=== mpb_responder ===
==> mpb_responder/pdn.png <==
(1.5 px per µm) Pins as bars on the die edge. Tap cells in gray.
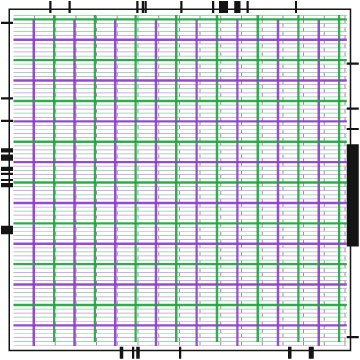

[config.mk]
export PLATFORM = sky130hd
export DESIGN_NAME = mpb_responder
export DESIGN_NICKNAME = d
export VERILOG_FILES = /design/src/rtl/mpb_responder_pkg.sv /design/src/rtl/mpb_responder_regfile.sv /design/src/rtl/mpb_responder.sv
export SDC_FILE = /design/constraint.sdc
export NUM_CORES = 1
export LEC_CHECK = 0
export CORE_MARGIN = 2
export CORE_UTILIZATION = 55
export DETAILED_ROUTE_END_ITERATION = 6
export GPL_ROUTABILITY_DRIVEN = 0
export GPL_TIMING_DRIVEN = 0
export PLACE_DENSITY = 0.79
export SLEW_MARGIN = 20
export SYNTH_ARGS = -nofsm -noshare
export SYNTH_HDL_FRONTEND = slang
export SYNTH_HIERARCHICAL = 1
export SYNTH_SLANG_ARGS = --single-unit
[constraint.sdc]
create_clock -name clk -period 2.85 [get_ports clk]
set_clock_uncertainty 0.05 [all_clocks]
set_input_delay 0.57 -clock clk [delete_from_list [all_inputs] [get_ports clk]]
set_output_delay 0.57 -clock clk [all_outputs]
set_load 0.02 [all_outputs]
[src/rtl/mpb_responder_pkg.sv]
// ============================================================================
// Module   : mpb_responder_pkg
// Brief    : Shared types and default constants for the MPB responder.
// Revision : 1.0 - initial release
// ============================================================================
`default_nettype none

package mpb_responder_pkg;

    typedef enum logic [1:0] {
        ST_IDLE = 2'd0,
        ST_WAIT = 2'd1,
        ST_ACK  = 2'd2
    } state_t;

    localparam int c_def_data_width  = 32;
    localparam int c_def_addr_width  = 32;
    localparam int c_def_num_regs    = 16;
    localparam int c_def_wait_cycles = 1;
    localparam int c_cnt_width       = 4;

endpackage

`default_nettype wire

[src/rtl/mpb_responder_regfile.sv]
// ============================================================================
// Module   : mpb_responder_regfile
// Brief    : Register array, one write port, one combinational read port.
// Revision : 1.0 - initial release
// ============================================================================
`default_nettype none

module mpb_responder_regfile
    import mpb_responder_pkg::*;
#(
    parameter int DATA_WIDTH = c_def_data_width,
    parameter int NUM_REGS   = c_def_num_regs,
    parameter int IDX_WIDTH  = $clog2(NUM_REGS)
) (
    input  logic                  clk,
    input  logic                  reset_n,
    input  logic                  i_we,
    input  logic [IDX_WIDTH-1:0]  i_waddr,
    input  logic [DATA_WIDTH-1:0] i_wdata,
    input  logic [IDX_WIDTH-1:0]  i_raddr,
    output logic [DATA_WIDTH-1:0] o_rdata
);

    logic [DATA_WIDTH-1:0] w_words [NUM_REGS];

    // Each word owns its flop so no array element has more than one driver.
    for (genvar gi = 0; gi < NUM_REGS; gi++) begin : g_reg
        logic [DATA_WIDTH-1:0] r_q;

        always_ff @(posedge clk or negedge reset_n) begin
            if (!reset_n) begin
                r_q <= '0;
            end else if (i_we && (i_waddr == IDX_WIDTH'(gi))) begin
                r_q <= i_wdata;
            end
        end

        assign w_words[gi] = r_q;
    end

    assign o_rdata = w_words[i_raddr];

endmodule

`default_nettype wire

[src/rtl/mpb_responder.sv]
// ============================================================================
// Module   : mpb_responder
// Brief    : MPB register-file responder with programmable wait states.
//            Define MPB_RESPONDER_ERR_EN to flag out-of-range accesses on err.
// Revision : 1.0 - initial release
// ============================================================================
`default_nettype none

module mpb_responder
    import mpb_responder_pkg::*;
#(
    parameter int DATA_WIDTH  = c_def_data_width,
    parameter int ADDR_WIDTH  = c_def_addr_width,
    parameter int NUM_REGS    = c_def_num_regs,
    parameter int WAIT_CYCLES = c_def_wait_cycles
) (
    input  logic                  clk,
    input  logic                  reset_n,
    input  logic                  vld,
    input  logic                  r_w,
    input  logic [ADDR_WIDTH-1:0] addr,
    input  logic [DATA_WIDTH-1:0] wdata,
    output logic                  rdy,
    output logic [DATA_WIDTH-1:0] rdata,
    output logic                  err
);

    localparam int c_idx_width = $clog2(NUM_REGS);
    localparam logic [c_cnt_width-1:0] c_wait_load =
        (WAIT_CYCLES > 0) ? c_cnt_width'(WAIT_CYCLES - 1) : '0;

    state_t                  r_state;
    state_t                  w_state_nxt;
    logic [c_cnt_width-1:0]  r_cnt;
    logic [c_cnt_width-1:0]  w_cnt_nxt;

    logic                    r_wr;
    logic [ADDR_WIDTH-1:0]   r_addr;
    logic [DATA_WIDTH-1:0]   r_wdata;

    logic                    r_rdy;
    logic [DATA_WIDTH-1:0]   r_rdata;

    logic                    w_idle;
    logic                    w_capture;
    logic                    w_cur_wr;
    logic [ADDR_WIDTH-1:0]   w_cur_addr;
    logic                    w_in_range;
    logic                    w_enter_ack;
    logic                    w_we;
    logic [DATA_WIDTH-1:0]   w_rd_word;

    assign w_idle    = (r_state == ST_IDLE);
    assign w_capture = w_idle && vld;

    // With zero wait states ACK is entered on the capture edge, so the live
    // request must be used before the capture registers hold it.
    assign w_cur_wr    = w_idle ? r_w  : r_wr;
    assign w_cur_addr  = w_idle ? addr : r_addr;
    assign w_in_range  = ((w_cur_addr >> c_idx_width) == '0);
    assign w_enter_ack = (w_state_nxt == ST_ACK);
    assign w_we        = (r_state == ST_ACK) && r_wr && w_in_range;

    always_ff @(posedge clk or negedge reset_n) begin
        if (!reset_n) begin
            r_state <= ST_IDLE;
            r_cnt   <= '0;
        end else begin
            r_state <= w_state_nxt;
            r_cnt   <= w_cnt_nxt;
        end
    end

    always_comb begin
        w_state_nxt = r_state;
        w_cnt_nxt   = r_cnt;
        case (r_state)
            ST_IDLE: begin
                if (vld) begin
                    if (WAIT_CYCLES > 0) begin
                        w_state_nxt = ST_WAIT;
                        w_cnt_nxt   = c_wait_load;
                    end else begin
                        w_state_nxt = ST_ACK;
                    end
                end
            end
            ST_WAIT: begin
                if (r_cnt == '0) begin
                    w_state_nxt = ST_ACK;
                end else begin
                    w_cnt_nxt = r_cnt - 1'b1;
                end
            end
            ST_ACK: begin
                w_state_nxt = ST_IDLE;
            end
            default: begin
                w_state_nxt = ST_IDLE;
                w_cnt_nxt   = '0;
            end
        endcase
    end

    always_ff @(posedge clk or negedge reset_n) begin
        if (!reset_n) begin
            r_wr    <= 1'b0;
            r_addr  <= '0;
            r_wdata <= '0;
        end else if (w_capture) begin
            r_wr    <= r_w;
            r_addr  <= addr;
            r_wdata <= wdata;
        end
    end

    always_ff @(posedge clk or negedge reset_n) begin
        if (!reset_n) begin
            r_rdy   <= 1'b0;
            r_rdata <= '0;
        end else begin
            r_rdy   <= w_enter_ack;
            r_rdata <= (w_enter_ack && !w_cur_wr && w_in_range) ? w_rd_word : '0;
        end
    end

`ifdef MPB_RESPONDER_ERR_EN
    logic r_err;

    always_ff @(posedge clk or negedge reset_n) begin
        if (!reset_n) begin
            r_err <= 1'b0;
        end else begin
            r_err <= w_enter_ack && !w_in_range;
        end
    end

    assign err = r_err;
`else
    assign err = 1'b0;
`endif

    assign rdy   = r_rdy;
    assign rdata = r_rdata;

    mpb_responder_regfile #(
        .DATA_WIDTH (DATA_WIDTH),
        .NUM_REGS   (NUM_REGS),
        .IDX_WIDTH  (c_idx_width)
    ) u_regfile (
        .clk     (clk),
        .reset_n (reset_n),
        .i_we    (w_we),
        .i_waddr (r_addr[c_idx_width-1:0]),
        .i_wdata (r_wdata),
        .i_raddr (w_cur_addr[c_idx_width-1:0]),
        .o_rdata (w_rd_word)
    );

endmodule

`default_nettype wire
=== serial_subtractor ===
[config.mk]
export PLATFORM = sky130hd
export DESIGN_NAME = serial_subtractor
export DESIGN_NICKNAME = d
export VERILOG_FILES = /design/src/rtl/serial_subtractor.sv
export SDC_FILE = /design/constraint.sdc
export NUM_CORES = 1
export LEC_CHECK = 0
export ABC_AREA = 1
export CORE_AREA = 2 2 68 70
export DETAILED_ROUTE_END_ITERATION = 8
export DIE_AREA = 0 0 70 72
export GPL_ROUTABILITY_DRIVEN = 0
export PLACE_DENSITY = 0.67
export SYNTH_ARGS = -nofsm -noshare
export SYNTH_HDL_FRONTEND = slang
export SYNTH_SLANG_ARGS = --single-unit
export TNS_END_PERCENT = 1
[constraint.sdc]
create_clock -name clk -period 3.4 [get_ports clk]
set_clock_uncertainty 0.15 [all_clocks]
set_input_delay 0.51 -clock clk [delete_from_list [all_inputs] [get_ports clk]]
set_output_delay 0.51 -clock clk [all_outputs]
set_load 0.01 [all_outputs]
[src/rtl/serial_subtractor.sv]
// Bit-serial subtractor: one full-subtractor cell with a registered borrow,
// LSB first, driven by a start/ready/done handshake.
module serial_subtractor #(
  parameter int WIDTH = 8
) (
  input  logic             clk,
  input  logic             rst,
  input  logic             start,
  input  logic [WIDTH-1:0] a,
  input  logic [WIDTH-1:0] b,
  output logic             ready,
  output logic             done,
  output logic [WIDTH-1:0] diff,
  output logic             borrow_out
);

  localparam int CW = (WIDTH > 1) ? $clog2(WIDTH) : 1;
  localparam logic [CW-1:0] LAST = CW'(WIDTH - 1);

  typedef enum logic [1:0] {
    S_IDLE,
    S_RUN,
    S_DONE
  } state_t;

  state_t           state;
  state_t           state_nxt;
  logic [WIDTH-1:0] a_sh;
  logic [WIDTH-1:0] b_sh;
  logic [WIDTH-1:0] res_sh;
  logic [WIDTH-1:0] res_nxt;
  logic             borrow_r;
  logic             borrow_nxt;
  logic [CW-1:0]    cnt;
  logic             ai;
  logic             bi;
  logic             d;
  logic             last;
  logic             accept;

  assign ai     = a_sh[0];
  assign bi     = b_sh[0];
  assign d      = ai ^ bi ^ borrow_r;
  assign last   = (cnt == LAST);
  assign accept = (state == S_IDLE) && start;

  assign borrow_nxt = (~ai & bi) | (~(ai ^ bi) & borrow_r);

  // New difference bit enters at the MSB; also valid for WIDTH=1.
  assign res_nxt = (res_sh >> 1) | (WIDTH'(d) << (WIDTH - 1));

  always_ff @(posedge clk or posedge rst) begin
    if (rst) begin
      state <= S_IDLE;
    end else begin
      state <= state_nxt;
    end
  end

  always_comb begin
    state_nxt = state;
    ready     = 1'b0;
    done      = 1'b0;
    unique case (state)
      S_IDLE: begin
        ready = 1'b1;
        if (start) begin
          state_nxt = S_RUN;
        end
      end
      S_RUN: begin
        if (last) begin
          state_nxt = S_DONE;
        end
      end
      S_DONE: begin
        done      = 1'b1;
        state_nxt = S_IDLE;
      end
      default: begin
        state_nxt = S_IDLE;
      end
    endcase
  end

  always_ff @(posedge clk or posedge rst) begin
    if (rst) begin
      a_sh       <= '0;
      b_sh       <= '0;
      res_sh     <= '0;
      borrow_r   <= 1'b0;
      cnt        <= '0;
      diff       <= '0;
      borrow_out <= 1'b0;
    end else if (accept) begin
      a_sh     <= a;
      b_sh     <= b;
      res_sh   <= '0;
      borrow_r <= 1'b0;
      cnt      <= '0;
    end else if (state == S_RUN) begin
      a_sh     <= a_sh >> 1;
      b_sh     <= b_sh >> 1;
      res_sh   <= res_nxt;
      borrow_r <= borrow_nxt;
      cnt      <= cnt + CW'(1);
      // Outputs only move on the edge that enters DONE.
      if (last) begin
        diff       <= res_nxt;
        borrow_out <= borrow_nxt;
      end
    end
  end

endmodule


## Gallery

Clock wiring as the flow saved it.
image #1
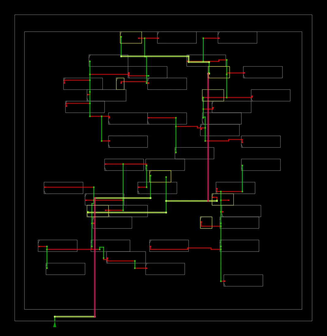
image #2
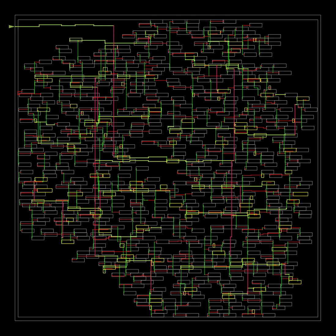
serial_subtractor: image #1
mpb_responder: image #2

==> serial_subtractor/metal_stack.png <==
(4 px per µm)
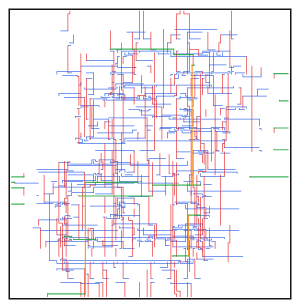
[met2] red | wire length: 1400 µm
[met1] blue | wire length: 1440 µm
[met4] orange | wire length: 68.0 µm
[met3] green | wire length: 121 µm

==> flow_summary.ini, serial_subtractor <==
; synthesis and place-and-route metrics
[final_timing]
setup_tns_ns = 0
max_freq_mhz = 416.3

[logic_synthesis]
yosysWarnings = 0
ys_chip_area_mm2 = 0.001687
edf_count = 0
syn_avg_cell_area_um2 = 9.216

[run]
maxCapViolCount = 0

[critical_path]
worstSetupStartpointType = flip-flop
crit_family = buffers and inverters
slowest_delay_ns = 0.61
critPathSlowestCell = clkdlybuf4s50_1
reg2reg_from = state[0]

[min_path]
whs_path_depth = 2
worst_hold_path_type = reg -> reg

[layout]
layout.comb_gates.multi_input = 131
n_all_inverters = 7
nonClockBufferCount = 32
nFlopsAndLatches = 38
most-common-layout-cells = 83 x nand2_1, 38 x dfrtp_1, 29 x clkdlybuf4s50_1, 27 x nand3_1, 7 x nand2_2
fill_cells = 429

[cts]
cts_made_buffers = 5
clockBufferDepth = 2
clock_latency_ns = 0.29

[floorplanning]
fp.dieH_um = 72
nWellTaps = 52

[route]
ant_nets = 0
drt_iter0_markers = 80

[outcome]
outcome = complete, no violations
serial_subtractor: kinds of logic after synthesis:
logic type / synth area share (%)
buf+inv: 5.489
simple gates: 33.61
fa+ha+maj: 2.670
compound gates: 1.855
flops: 56.38
serial_subtractor: worst max path at each step:
stage / startpoint / end / cells past startpoint
2_1_floorplan: rst / a_sh[0] / 1
3_3_place_gp: start / a_sh[6] / 5
3_5_place_dp: start / a_sh[1] / 5
4_1_cts: state[0] / ready / 2
5_1_grt: state[0] / ready / 2
6_report: state[0] / ready / 2
serial_subtractor: through the flow:
| step | hold WS [ns] | instances | util (%) |
|---|---|---|---|
| after floorplan | 0.2922 | 183 | - |
| after global placement | 0.3048 | 260 | 46.98 |
| after detailed placement | 0.3075 | 260 | 46.98 |
| after CTS | 0.3267 | 268 | 49.21 |
| after global routing | 0.3630 | 268 | 49.21 |
| final | 0.3202 | 268 | 49.21 |
serial_subtractor: layer usage:
metal | global-route usage, % | wire, µm | vias up | part of all wire (%)
li1 | - | - | 644 | -
met1 | 18.32 | 1437 | 581 | 47
met2 | 23.17 | 1403 | 25 | 46
met3 | 4.444 | 120 | 6 | 4.0
met4 | 6.838 | 68 | 0 | 2.2
met5 | 0 | 0 | - | 0
==> mpb_responder/metal_stack.png <==
(1.5 px per µm)
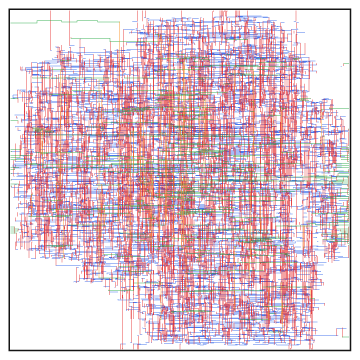
[met4] orange | wire length: 2290 µm
[met2] red | wire length: 34.4 mm
[met3] green | wire length: 4910 µm
[met1] blue | wire length: 28.1 mm

Notes on mpb_responder/pdn.png above:
[VDD] green
[VSS] purple
tap cells: 664
met5 straps: 16
met4 straps: 16
met1 rails: 82
rows: 81

==> flow_summary.ini, mpb_responder <==
; synthesis and place-and-route metrics
[outcome]
outcome = complete, but fails checks
violations = setup timing

[min_path]
worst_hold_path_type = in -> async

[critical_path]
reg2regPathDepth = 9
worstPathArrival_ns = 3.33
startpoint = r_addr[21]

[route]
dr_wl_met2_mm = 34.41
dr_wl_met3_mm = 4.906

[floorplanning]
dieArea_mm2 = 0.05132
core_region_area_mm2 = 0.04895

[logic_synthesis]
syn_avg_cell_area_um2 = 15.91
top_cells_by_count = 616 x dfrtp_1, 574 x mux2_2, 128 x mux4_2, 69 x clkbuf_1, 64 x a22oi_1

[global_routing]
busiest_layer = met2

[pwr]
pwr-share-seq_pct = 40.1

[final_timing]
finalSetupViolations = 52
final.setup.worst_slack_ns = -0.07803
hold_viol = 0
slew_headroom_pct = 26.51

[placement]
dp.cells = 2482

[layout]
comb_share_pct = 34.59
antenna_cells = 1
mpb_responder: critical path: stages (launching register included):
cell      delay (ns)
dfrtp_1         0.38
or4_4           0.54
o31a_4          0.32
nor3_4          0.16
buf_12          0.15
nand3b_1        0.10
buf_6           0.17
or3_4           0.45
buf_12          0.19
mux2_4          0.29
mpb_responder: sequential cells by signal (all words and copies together), names as in the netlist:
signal and cells:
r_wr 1, r_cnt 4, u_regfile/g.r_q 512, r_addr 32, rdy 1, r_state 2
r_wdata 32, rdata 32
mpb_responder: cells in the final DEF, fill, tap and decap left out, types with 4 or more instances in the layout:
master	n
a22o_1	4
a22oi_1	62
buf_12	29
buf_16	12
buf_2	15
buf_4	37
buf_6	38
buf_8	11
bufinv_16	7
clkbuf_1	50
clkbuf_16	75
clkbuf_2	9
clkbuf_8	13
clkdlybuf4s50_1	99
clkinv_2	11
dfrtp_1	616
inv_1	5
mux2_1	8
mux2_2	510
mux2_4	65
mux4_2	128
nand2_1	35
nand2b_1	32
nand3b_1	4
nor2_4	10
nor4_1	15
nor4_2	28


## Gallery

M3 wires.
(a)
(1 px per µm)
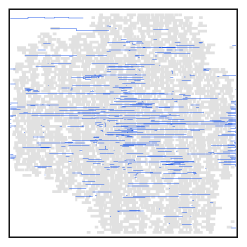
(b)
(4 px per µm)
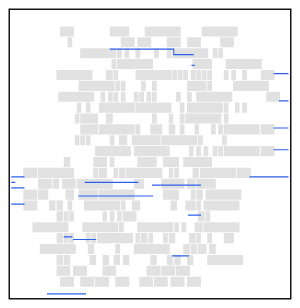
(b) is serial_subtractor.
(a) is mpb_responder.

Power figures rest on the tool's default switching activity, not on a simulated workload.
